# ---- design 1 ----
design_1/m2.png
Drawn at 4 px/µm.
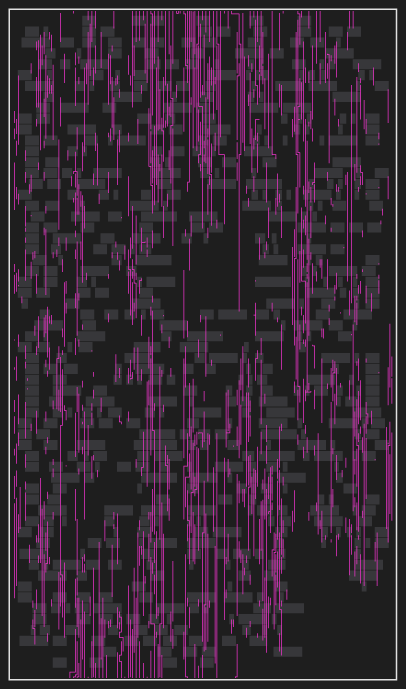

File: config.mk
export PLATFORM = sky130hd
export DESIGN_NAME = ram_arbiter
export DESIGN_NICKNAME = d
export VERILOG_FILES = /design/src/rtl/ram_arbiter.sv
export SDC_FILE = /design/constraint.sdc
export NUM_CORES = 1
export LEC_CHECK = 0
export CELL_PAD_IN_SITES_DETAIL_PLACEMENT = 1
export CELL_PAD_IN_SITES_GLOBAL_PLACEMENT = 2
export CORE_ASPECT_RATIO = 1.75
export CORE_UTILIZATION = 24
export CTS_CLUSTER_DIAMETER = 60
export DETAILED_ROUTE_END_ITERATION = 12
export PLACE_DENSITY_LB_ADDON = 0.1
export SLEW_MARGIN = 20
export SYNTH_ARGS = -nofsm -noshare
export SYNTH_HDL_FRONTEND = slang
export SYNTH_SLANG_ARGS = --single-unit
File: constraint.sdc
create_clock -name clk -period 2.9 [get_ports clk]
set_input_delay 0.435 -clock clk [delete_from_list [all_inputs] [get_ports clk]]
set_output_delay 0.435 -clock clk [all_outputs]
set_load 0.01 [all_outputs]
File: src/rtl/ram_arbiter.sv
// Two-requester (CPU=r0, DMA=r1) round-robin arbiter in front of a single-port RAM.
// One transaction in flight; each completion is reported by rvalid (read) or err (timeout).
module ram_arbiter #(
  parameter int ADDR_W  = 24,
  parameter int DATA_W  = 16,
  parameter int TIMEOUT = 255
) (
  input  logic              clk,
  input  logic              rst,
  input  logic              i_r0_req,
  input  logic              i_r0_we,
  input  logic [ADDR_W-1:0] i_r0_addr,
  input  logic [DATA_W-1:0] i_r0_wdata,
  output logic              o_r0_gnt,
  output logic [DATA_W-1:0] o_r0_rdata,
  output logic              o_r0_rvalid,
  output logic              o_r0_err,
  input  logic              i_r1_req,
  input  logic              i_r1_we,
  input  logic [ADDR_W-1:0] i_r1_addr,
  input  logic [DATA_W-1:0] i_r1_wdata,
  output logic              o_r1_gnt,
  output logic [DATA_W-1:0] o_r1_rdata,
  output logic              o_r1_rvalid,
  output logic              o_r1_err,
  output logic [ADDR_W-1:0] o_ram_addr,
  output logic [DATA_W-1:0] o_ram_wr_data,
  output logic              o_ram_wr_en,
  output logic              o_ram_rd_en,
  input  logic              i_ram_busy,
  input  logic              i_ram_rd_ready,
  input  logic [DATA_W-1:0] i_ram_rd_data,
  output logic [1:0]        o_dbg_state
);

  // Handshakes: a requester holds req (with we/addr/wdata stable) until its one-cycle
  // gnt; the RAM takes a strobe only on an edge where busy=0 and returns read data on
  // the edge where rd_ready=1. All outputs are registered.
  typedef enum logic [1:0] {S_IDLE, S_ISSUE, S_WAIT_WR, S_WAIT_RD} state_t;

  localparam logic [7:0] TO = 8'(TIMEOUT);

  state_t              r_state, w_state_nxt;
  logic                r_last, r_sel, r_we;
  logic [7:0]          r_cnt, w_cnt_nxt, w_cnt_inc;
  logic [ADDR_W-1:0]   r_addr;
  logic [DATA_W-1:0]   r_wdata, r_rdata0, r_rdata1;
  logic [1:0]          r_gnt, r_rvalid, r_err;
  logic [1:0]          w_gnt_nxt, w_rvalid_nxt, w_err_nxt;
  logic                r_wr_en, r_rd_en, w_wr_en_nxt, w_rd_en_nxt;
  logic                w_take, w_winner, w_rd_load;

  assign w_cnt_inc = r_cnt + 8'd1;
  // On a tie the requester not granted last wins; a lone requester always wins.
  assign w_winner  = (i_r0_req && i_r1_req) ? ~r_last : i_r1_req;

  always_comb begin
    w_state_nxt  = r_state;
    w_cnt_nxt    = '0;
    w_take       = 1'b0;
    w_rd_load    = 1'b0;
    w_gnt_nxt    = '0;
    w_rvalid_nxt = '0;
    w_err_nxt    = '0;
    w_wr_en_nxt  = 1'b0;
    w_rd_en_nxt  = 1'b0;
    case (r_state)
      S_IDLE: begin
        if (i_r0_req || i_r1_req) begin
          w_take              = 1'b1;
          w_gnt_nxt[w_winner] = 1'b1;
          w_state_nxt         = S_ISSUE;
        end
      end
      S_ISSUE: begin
        if (!i_ram_busy) begin
          w_wr_en_nxt = r_we;
          w_rd_en_nxt = ~r_we;
          w_state_nxt = r_we ? S_WAIT_WR : S_WAIT_RD;
        end
      end
      S_WAIT_WR: begin
        w_cnt_nxt = w_cnt_inc;
        // The first edge after the strobe (count 0) is busy settling time.
        if (r_cnt != 8'd0 && !i_ram_busy) begin
          w_state_nxt = S_IDLE;
        end else if (w_cnt_inc == TO) begin
          w_err_nxt[r_sel] = 1'b1;
          w_state_nxt      = S_IDLE;
        end
      end
      S_WAIT_RD: begin
        w_cnt_nxt = w_cnt_inc;
        if (i_ram_rd_ready) begin
          w_rd_load           = 1'b1;
          w_rvalid_nxt[r_sel] = 1'b1;
          w_state_nxt         = S_IDLE;
        end else if (w_cnt_inc == TO) begin
          w_err_nxt[r_sel] = 1'b1;
          w_state_nxt      = S_IDLE;
        end
      end
      default: w_state_nxt = S_IDLE;
    endcase
  end

  always_ff @(posedge clk) begin
    if (rst) begin
      r_state  <= S_IDLE;
      r_last   <= 1'b1;
      r_sel    <= 1'b0;
      r_we     <= 1'b0;
      r_cnt    <= '0;
      r_addr   <= '0;
      r_wdata  <= '0;
      r_rdata0 <= '0;
      r_rdata1 <= '0;
      r_gnt    <= '0;
      r_rvalid <= '0;
      r_err    <= '0;
      r_wr_en  <= 1'b0;
      r_rd_en  <= 1'b0;
    end else begin
      r_state  <= w_state_nxt;
      r_cnt    <= w_cnt_nxt;
      r_gnt    <= w_gnt_nxt;
      r_rvalid <= w_rvalid_nxt;
      r_err    <= w_err_nxt;
      r_wr_en  <= w_wr_en_nxt;
      r_rd_en  <= w_rd_en_nxt;
      if (w_take) begin
        r_sel   <= w_winner;
        r_last  <= w_winner;
        r_we    <= w_winner ? i_r1_we    : i_r0_we;
        r_addr  <= w_winner ? i_r1_addr  : i_r0_addr;
        r_wdata <= w_winner ? i_r1_wdata : i_r0_wdata;
      end
      if (w_rd_load) begin
        if (r_sel) r_rdata1 <= i_ram_rd_data;
        else       r_rdata0 <= i_ram_rd_data;
      end
    end
  end

  assign o_r0_gnt      = r_gnt[0];
  assign o_r1_gnt      = r_gnt[1];
  assign o_r0_rvalid   = r_rvalid[0];
  assign o_r1_rvalid   = r_rvalid[1];
  assign o_r0_err      = r_err[0];
  assign o_r1_err      = r_err[1];
  assign o_r0_rdata    = r_rdata0;
  assign o_r1_rdata    = r_rdata1;
  assign o_ram_addr    = r_addr;
  assign o_ram_wr_data = r_wdata;
  assign o_ram_wr_en   = r_wr_en;
  assign o_ram_rd_en   = r_rd_en;
  assign o_dbg_state   = r_state;

endmodule

# ---- design 2 ----
<file path="src/rtl/alu_cmd_driver_if.sv">
// Operand/result bundle between the ALU command driver (master) and the
// combinational ALU (slave).
interface alu_cmd_driver_if #(
    parameter int N = 4
);
    logic [N-1:0] alu_a;
    logic [N-1:0] alu_b;
    logic [1:0]   alu_op;
    logic [N-1:0] alu_result;
    logic         alu_n;
    logic         alu_z;
    logic         alu_c;
    logic         alu_v;

    modport master (
        output alu_a, alu_b, alu_op,
        input  alu_result, alu_n, alu_z, alu_c, alu_v
    );

    modport slave (
        input  alu_a, alu_b, alu_op,
        output alu_result, alu_n, alu_z, alu_c, alu_v
    );
endinterface

</file>
<file path="src/rtl/alu_cmd_driver.sv">
// Switch-driven front end for the combinational ALU: latch operands, execute,
// settle, capture result and NZCV. Optional result checker: ALU_CMD_CHECK_EN.
module alu_cmd_driver #(
    parameter int N      = 4,
    parameter int SETTLE = 1
) (
    input  logic                  clk,
    input  logic                  rst,
    input  logic [N-1:0]          sw_data,
    input  logic [1:0]            sw_op,
    input  logic                  load_a,
    input  logic                  load_b,
    input  logic                  exec,
    alu_cmd_driver_if.master      alu,
    output logic [N-1:0]          res_q,
    output logic [3:0]            flags_q,
    output logic                  busy,
    output logic                  done,
    output logic [7:0]            op_count,
    output logic                  mismatch,
    output logic [1:0]            fsm_state
);
    typedef enum logic [1:0] {
        ST_IDLE    = 2'd0,
        ST_WAIT    = 2'd1,
        ST_CAPTURE = 2'd2
    } state_t;

    state_t     state;
    logic [3:0] cnt;

    assign busy      = (state != ST_IDLE);
    assign fsm_state = state;

    always_ff @(posedge clk or posedge rst) begin
        if (rst) begin
            state     <= ST_IDLE;
            cnt       <= 4'd0;
            alu.alu_a <= '0;
            alu.alu_b <= '0;
            alu.alu_op <= 2'b00;
            res_q     <= '0;
            flags_q   <= 4'd0;
            done      <= 1'b0;
            op_count  <= 8'd0;
        end else begin
            done <= 1'b0;
            case (state)
                ST_IDLE: begin
                    // Loads land on the same edge as exec, so exec sees new operands.
                    if (load_a) alu.alu_a <= sw_data;
                    if (load_b) alu.alu_b <= sw_data;
                    if (exec) begin
                        alu.alu_op <= sw_op;
                        cnt        <= 4'(SETTLE - 1);
                        state      <= ST_WAIT;
                    end
                end
                ST_WAIT: begin
                    if (cnt == 4'd0) state <= ST_CAPTURE;
                    else             cnt   <= cnt - 4'd1;
                end
                ST_CAPTURE: begin
                    res_q    <= alu.alu_result;
                    flags_q  <= {alu.alu_n, alu.alu_z, alu.alu_c, alu.alu_v};
                    op_count <= op_count + 8'd1;
                    done     <= 1'b1;
                    state    <= ST_IDLE;
                end
                default: state <= ST_IDLE;
            endcase
        end
    end

`ifdef ALU_CMD_CHECK_EN
    logic [N-1:0] exp_res;

    always_comb begin
        exp_res = '0;
        case (alu.alu_op)
            2'b00:   exp_res = alu.alu_a + alu.alu_b;
            2'b01:   exp_res = alu.alu_a - alu.alu_b;
            2'b10:   exp_res = alu.alu_a & alu.alu_b;
            default: exp_res = alu.alu_a | alu.alu_b;
        endcase
    end

    // Carry and overflow conventions vary between ALUs, so only N and Z are judged.
    always_ff @(posedge clk or posedge rst) begin
        if (rst) begin
            mismatch <= 1'b0;
        end else if (state == ST_CAPTURE) begin
            if ((exp_res != alu.alu_result) ||
                (exp_res[N-1] != alu.alu_n) ||
                ((exp_res == '0) != alu.alu_z))
                mismatch <= 1'b1;
        end
    end
`else
    assign mismatch = 1'b0;
`endif
endmodule

</file>
<file path="src/flat_wrapper.sv">
// flat-port wrapper written by rule: the top's interface ports become plain ports
module alu_cmd_driver_flat 
#(
    parameter int N      = 4,
    parameter int SETTLE = 1
)
  (clk, rst, sw_data, sw_op, load_a, load_b, exec, res_q, flags_q, busy, done, op_count, mismatch, fsm_state, alu_alu_a, alu_alu_b, alu_alu_op, alu_alu_result, alu_alu_n, alu_alu_z, alu_alu_c, alu_alu_v);
  alu_cmd_driver_if #(.N(N)) alu_i ();
  input  logic clk;
  input  logic rst;
  input  logic [N-1:0] sw_data;
  input  logic [1:0] sw_op;
  input  logic load_a;
  input  logic load_b;
  input  logic exec;
  output logic [N-1:0] res_q;
  output logic [3:0] flags_q;
  output logic busy;
  output logic done;
  output logic [7:0] op_count;
  output logic mismatch;
  output logic [1:0] fsm_state;
  output wire logic [$bits(alu_i.alu_a)-1:0] alu_alu_a;
  output wire logic [$bits(alu_i.alu_b)-1:0] alu_alu_b;
  output wire logic [$bits(alu_i.alu_op)-1:0] alu_alu_op;
  input wire logic [$bits(alu_i.alu_result)-1:0] alu_alu_result;
  input wire logic [$bits(alu_i.alu_n)-1:0] alu_alu_n;
  input wire logic [$bits(alu_i.alu_z)-1:0] alu_alu_z;
  input wire logic [$bits(alu_i.alu_c)-1:0] alu_alu_c;
  input wire logic [$bits(alu_i.alu_v)-1:0] alu_alu_v;
  assign alu_alu_a = alu_i.alu_a;
  assign alu_alu_b = alu_i.alu_b;
  assign alu_alu_op = alu_i.alu_op;
  assign alu_i.alu_result = alu_alu_result;
  assign alu_i.alu_n = alu_alu_n;
  assign alu_i.alu_z = alu_alu_z;
  assign alu_i.alu_c = alu_alu_c;
  assign alu_i.alu_v = alu_alu_v;
  alu_cmd_driver #(.N(N), .SETTLE(SETTLE)) u_core (.clk(clk), .rst(rst), .sw_data(sw_data), .sw_op(sw_op), .load_a(load_a), .load_b(load_b), .exec(exec), .alu(alu_i), .res_q(res_q), .flags_q(flags_q), .busy(busy), .done(done), .op_count(op_count), .mismatch(mismatch), .fsm_state(fsm_state));
endmodule
</file>
<file path="config.mk">
export PLATFORM = sky130hd
export DESIGN_NAME = alu_cmd_driver_flat
export DESIGN_NICKNAME = d
export VERILOG_FILES = /design/src/rtl/alu_cmd_driver_if.sv /design/src/rtl/alu_cmd_driver.sv /design/src/flat_wrapper.sv
export SDC_FILE = /design/constraint.sdc
export NUM_CORES = 1
export LEC_CHECK = 0
export ABC_AREA = 1
export ABC_CLOCK_PERIOD_IN_PS = 1550
export CORE_UTILIZATION = 44
export CTS_CLUSTER_DIAMETER = 80
export CTS_CLUSTER_SIZE = 24
export DETAILED_ROUTE_END_ITERATION = 6
export PLACE_DENSITY = 0.78
export REMOVE_ABC_BUFFERS = 1
export SYNTH_ARGS = -nofsm -noshare
export SYNTH_HDL_FRONTEND = slang
export SYNTH_SLANG_ARGS = --single-unit
export TNS_END_PERCENT = 100
</file>
<file path="constraint.sdc">
create_clock -name clk -period 1.55 [get_ports clk]
set_clock_uncertainty 0.1 [all_clocks]
set_input_delay 0.2325 -clock clk [delete_from_list [all_inputs] [get_ports clk]]
set_output_delay 0.2325 -clock clk [all_outputs]
set_load 0.01 [all_outputs]
</file>
# ---- design 3 ----
===== config.mk =====
export PLATFORM = sky130hd
export DESIGN_NAME = sdram_arbiter
export DESIGN_NICKNAME = d
export VERILOG_FILES = /design/src/rtl/sdram_arbiter.sv
export SDC_FILE = /design/constraint.sdc
export NUM_CORES = 1
export LEC_CHECK = 0
export ABC_AREA = 1
export CORE_MARGIN = 8
export CORE_UTILIZATION = 38
export CTS_CLUSTER_DIAMETER = 100
export DETAILED_ROUTE_END_ITERATION = 16
export GPL_TIMING_DRIVEN = 0
export PLACE_DENSITY = 0.81
export SYNTH_ARGS = -nofsm -noshare
export SYNTH_HDL_FRONTEND = slang
export SYNTH_SLANG_ARGS = --single-unit

===== constraint.sdc =====
create_clock -name sys_clk -period 1.7 [get_ports sys_clk]
set_input_delay 0.34 -clock sys_clk [delete_from_list [all_inputs] [get_ports sys_clk]]
set_output_delay 0.34 -clock sys_clk [all_outputs]
set_load 0.02 [all_outputs]

===== src/rtl/sdram_arbiter.sv =====
// Grants the SDRAM pin bus to one of the init/refresh/write/read sub-FSMs and registers the muxed bus onto the pads.
// Optional: define SDRAM_ARB_RR_EN for round-robin between write and read (refresh keeps top priority).
module sdram_arbiter #(
    parameter int          ADDR_W  = 13,
    parameter int          BA_W    = 2,
    parameter int          DQ_W    = 16,
    parameter logic [3:0]  NOP_CMD = 4'b0111,
    parameter int          TMO_CYC = 1023
) (
    input  logic              sys_clk,
    input  logic              sys_rst,
    input  logic              init_end,
    input  logic [3:0]        init_cmd,
    input  logic [BA_W-1:0]   init_ba,
    input  logic [ADDR_W-1:0] init_addr,
    input  logic              aref_req,
    input  logic              aref_end,
    input  logic [3:0]        aref_cmd,
    input  logic [BA_W-1:0]   aref_ba,
    input  logic [ADDR_W-1:0] aref_addr,
    input  logic              wr_req,
    input  logic              wr_end,
    input  logic [3:0]        wr_cmd,
    input  logic [BA_W-1:0]   wr_ba,
    input  logic [ADDR_W-1:0] wr_addr,
    input  logic [DQ_W-1:0]   wr_dq,
    input  logic              wr_dq_oe,
    input  logic              rd_req,
    input  logic              rd_end,
    input  logic [3:0]        rd_cmd,
    input  logic [BA_W-1:0]   rd_ba,
    input  logic [ADDR_W-1:0] rd_addr,
    output logic              aref_en,
    output logic              wr_en,
    output logic              rd_en,
    output logic [3:0]        sdram_cmd,
    output logic [BA_W-1:0]   sdram_ba,
    output logic [ADDR_W-1:0] sdram_addr,
    output logic [DQ_W-1:0]   sdram_dq_out,
    output logic              sdram_dq_oe,
    output logic              arb_tmo
);

    typedef enum logic [2:0] {INIT, IDLE, AREF, WRITE, READ} state_t;

    state_t     state;
    state_t     idle_next;
    logic [9:0] tmo_cnt;
    logic       cur_end;
`ifdef SDRAM_ARB_RR_EN
    logic       last_wr;
`endif

    assign aref_en = (state == AREF);
    assign wr_en   = (state == WRITE);
    assign rd_en   = (state == READ);

    // Only the granted requester's end pulse can close the grant.
    always_comb begin
        cur_end = 1'b0;
        case (state)
            AREF:    cur_end = aref_end;
            WRITE:   cur_end = wr_end;
            READ:    cur_end = rd_end;
            default: cur_end = 1'b0;
        endcase
    end

    always_comb begin
        idle_next = IDLE;
        if (aref_req)
            idle_next = AREF;
`ifdef SDRAM_ARB_RR_EN
        else if (wr_req && rd_req)
            idle_next = last_wr ? READ : WRITE;
`endif
        else if (wr_req)
            idle_next = WRITE;
        else if (rd_req)
            idle_next = READ;
    end

    always_ff @(posedge sys_clk or posedge sys_rst) begin
        if (sys_rst) begin
            state   <= INIT;
            tmo_cnt <= '0;
            arb_tmo <= 1'b0;
`ifdef SDRAM_ARB_RR_EN
            last_wr <= 1'b0;
`endif
        end else begin
            arb_tmo <= 1'b0;
            case (state)
                INIT: if (init_end) state <= IDLE;
                IDLE: begin
                    state   <= idle_next;
                    tmo_cnt <= '0;
`ifdef SDRAM_ARB_RR_EN
                    if (idle_next == WRITE)
                        last_wr <= 1'b1;
                    else if (idle_next == READ)
                        last_wr <= 1'b0;
`endif
                end
                default: begin
                    if (cur_end) begin
                        state <= IDLE;
                    end else if (tmo_cnt == 10'(TMO_CYC - 1)) begin
                        state   <= IDLE;
                        arb_tmo <= 1'b1;
                    end else begin
                        tmo_cnt <= tmo_cnt + 10'd1;
                    end
                end
            endcase
        end
    end

    always_ff @(posedge sys_clk or posedge sys_rst) begin
        if (sys_rst) begin
            sdram_cmd    <= NOP_CMD;
            sdram_ba     <= '0;
            sdram_addr   <= '0;
            sdram_dq_out <= '0;
            sdram_dq_oe  <= 1'b0;
        end else begin
            sdram_dq_out <= '0;
            sdram_dq_oe  <= 1'b0;
            case (state)
                INIT: begin
                    sdram_cmd  <= init_cmd;
                    sdram_ba   <= init_ba;
                    sdram_addr <= init_addr;
                end
                AREF: begin
                    sdram_cmd  <= aref_cmd;
                    sdram_ba   <= aref_ba;
                    sdram_addr <= aref_addr;
                end
                WRITE: begin
                    sdram_cmd    <= wr_cmd;
                    sdram_ba     <= wr_ba;
                    sdram_addr   <= wr_addr;
                    sdram_dq_out <= wr_dq;
                    sdram_dq_oe  <= wr_dq_oe;
                end
                READ: begin
                    sdram_cmd  <= rd_cmd;
                    sdram_ba   <= rd_ba;
                    sdram_addr <= rd_addr;
                end
                default: begin
                    sdram_cmd  <= NOP_CMD;
                    sdram_ba   <= '0;
                    sdram_addr <= '0;
                end
            endcase
        end
    end

endmodule


design_1/m3.png
Drawn at 4 px/µm.
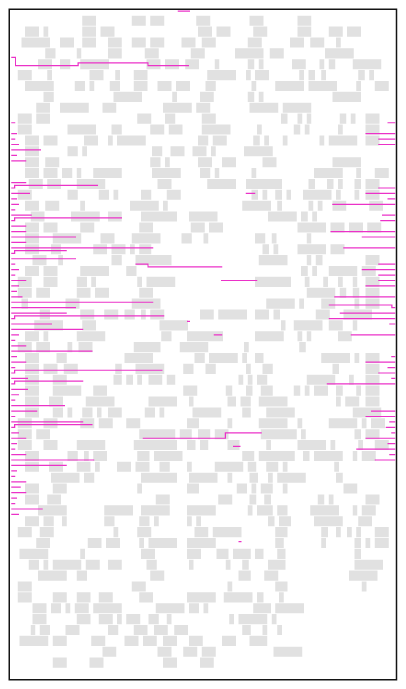
longest straight run: 37.3 µm
nets with wire on the layer: 113
main direction: horizontal

design_1/pinout.png
Drawn at 4 px/µm. Pins as bars across the die edge, other pins in gray.
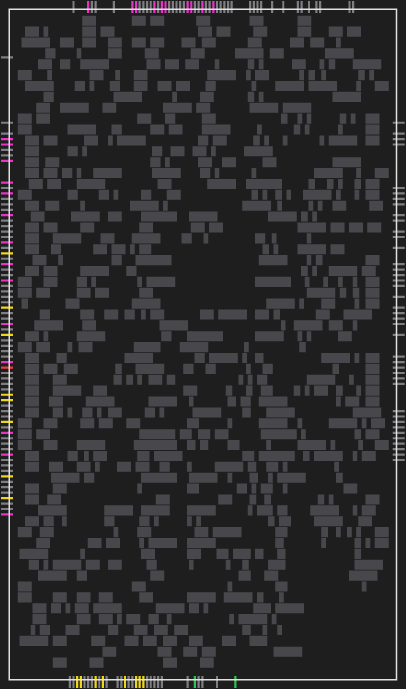
| port | color | pins | direction | edge |
|---|---|---|---|---|
| i_r0_req | red | 1 | input | left |
| i_r1_wdata | yellow | 16 | input | 8 left, 8 bottom |
| o_dbg_state | green | 2 | output | bottom |
| i_r0_addr | magenta | 24 | input | 14 left, 10 top |

Notes on design_1/m2.png above:
main direction: vertical
nets with wire on the layer: 612
longest straight run: 61.0 µm
share of all routed wire: 55%

==> results.yml, design 1 <==
# physical design summary
status:
  status: "completed"
synthesis:
  synth_xor_xnor_area_share_pct: 1.40
  synth_top_flop_cell: "dfxtp_1"
routing:
  postRouteAntennaNets: 0
  drc: 0
  drt_first_pass_iters: 4
  top_layer_used: "met4"
  wl_per_cell_um: 15.6
setup_path:
  worstRegToRegCells: 7
  cp_max_fo: 5
floorplan:
  fp-utilization_pct: 24.5
  die_w_um: 96.4
  ioPinCount: 186
timing:
  tightest_slew_ps: 694
final_layout:
  logic_area_mm2: 0.00174
  clk_share_pct: 5.02
  layout-drive-gt1-share_pct: 5.04
clocking:
  cts_root_buf: "clkbuf_16"
min_path:
  min_to: "o_r1_rdata[9]"
run:
  warnings: 28
power_and_ir_drop:
  p_comb_share_pct: 23.2
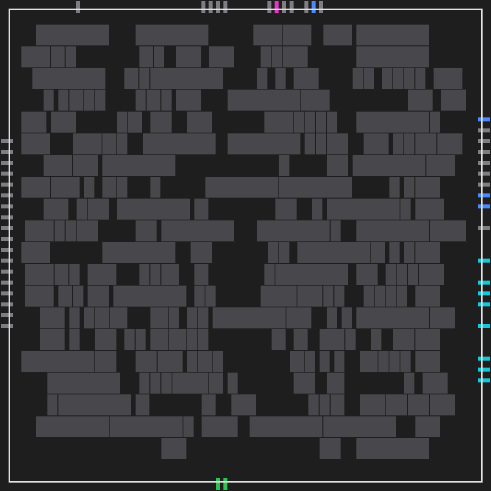
design_2/pinout.png
Drawn at 8 px/µm. Pins as bars across the die edge, other pins in gray.
| port | color | pins | direction | edge |
|---|---|---|---|---|
| op_count | cyan | 8 | output | right |
| alu_alu_n | magenta | 1 | input | top |
| flags_q | blue | 4 | output | 3 right, 1 top |
| fsm_state | green | 2 | output | bottom |
all pins by edge: 18 left, 18 right, 12 top, 2 bottom

==> results.yml, design 2 <==
# physical design summary
final_layout:
  largest_reg_flops: 8
  clk_share_pct: 2.50
  nNonClkBuffers: 61
  final_util_pct: 67.3
  layout_top_cell: "nand2_1"
  flow.area_growth_from_synthesis_pct: 44.4
setup_path:
  worstRegToRegCells: 6
floorplan:
  die_area_mm2: 0.00347
  die_w_um: 58.9
  fp-utilization_pct: 46.6
  num_rows: 20
run:
  drv_cap: 0
synthesis:
  synth_top_flop_cell: "dfrtp_1"
  ys_sh_adder_pct: 2.64
  synthCells: 164
  logic_family: "simple AND/OR/NAND/NOR gates"
  ys_ff: 33
  synth_xor_xnor_area_share_pct: 3.08
grt:
  gr-usage-met1_pct: 22.5
placed_design:
  place_inst: 259
  hpwl_um: 2340
power_and_ir_drop:
  seq-power_uw: 1430
routing:
  wl_met3_um: 198
timing:
  finalHoldViolations: 0
  final-setup-viol-count: 0
status:
  status: "completed"
design_3/congestion_map.png
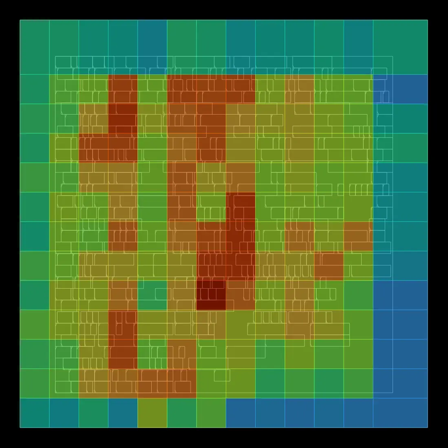
Tot GR Track Use: 17.4%
M1 GR Usage: 17.4%

==> results.yml, design 3 <==
# physical design summary
final_layout:
  lay_top_cells: "clkdlybuf4s50_1 (135), nand2_1 (105), dfrtp_1 (47)"
  area_dominant_class: "non-clock buffers"
  buffer_area_share_pct: 39.0
  seq-cell-share_pct: 30.4
  final_util_pct: 66.2
placed_design:
  pre_cts_ws_ps: -328
  gp_congestion: 0.763
timing:
  min_period_ps: 1660
  tightest_slew_ps: 481
  fmax_mhz: 601
setup_path:
  cpMaxStageDelayCell: "dfrtp_1"
  crit_buf_inv: 4
  path_class: "flop to primary output"
synthesis:
  logic_family: "simple AND/OR/NAND/NOR gates"
  synth-edff-count: 0
status:
  status: "completed"
clocking:
  ctsResizeCount: 27
  cts_buffers: 5
  clkLatencyLatePin_ps: 300
routing:
  drtIter0Drc: 66
  via_count: 2473
grt:
  grt_pass1_wl_um: 12400
floorplan:
  die_y_um: 95.6
  die_w_um: 95.6
power_and_ir_drop:
  seq-power_uw: 1700

==> gallery <==
Routed metal per tile.
panel A
Drawn at 3 px/µm. The die is cut into 19 by 33 equal tiles; dark blue is low, red is high, scaled to the fullest tile. Values are wire area over tile area, all layers added.
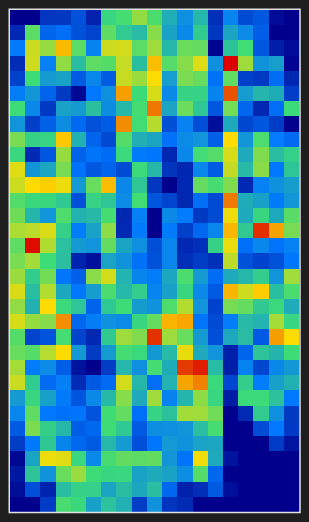
panel B
Drawn at 6 px/µm. The die is cut into 12 by 12 equal tiles; dark blue is low, red is high, scaled to the fullest tile. Values are wire area over tile area, all layers added.
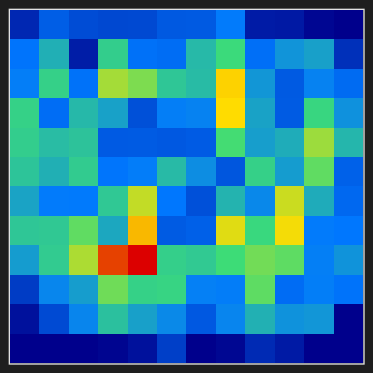
panel C
Drawn at 4 px/µm. The die is cut into 19 by 19 equal tiles; dark blue is low, red is high, scaled to the fullest tile. Values are wire area over tile area, all layers added.
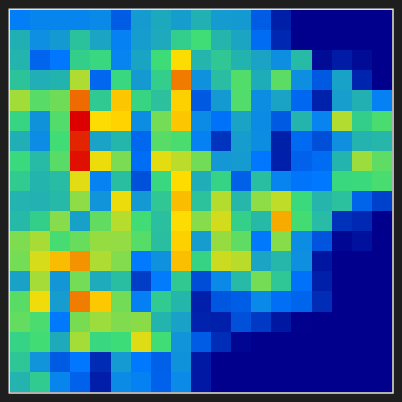
- design 1 = panel A
- design 2 = panel B
- design 3 = panel C
Of these, smallest die: panel B
Of these, largest die: panel A


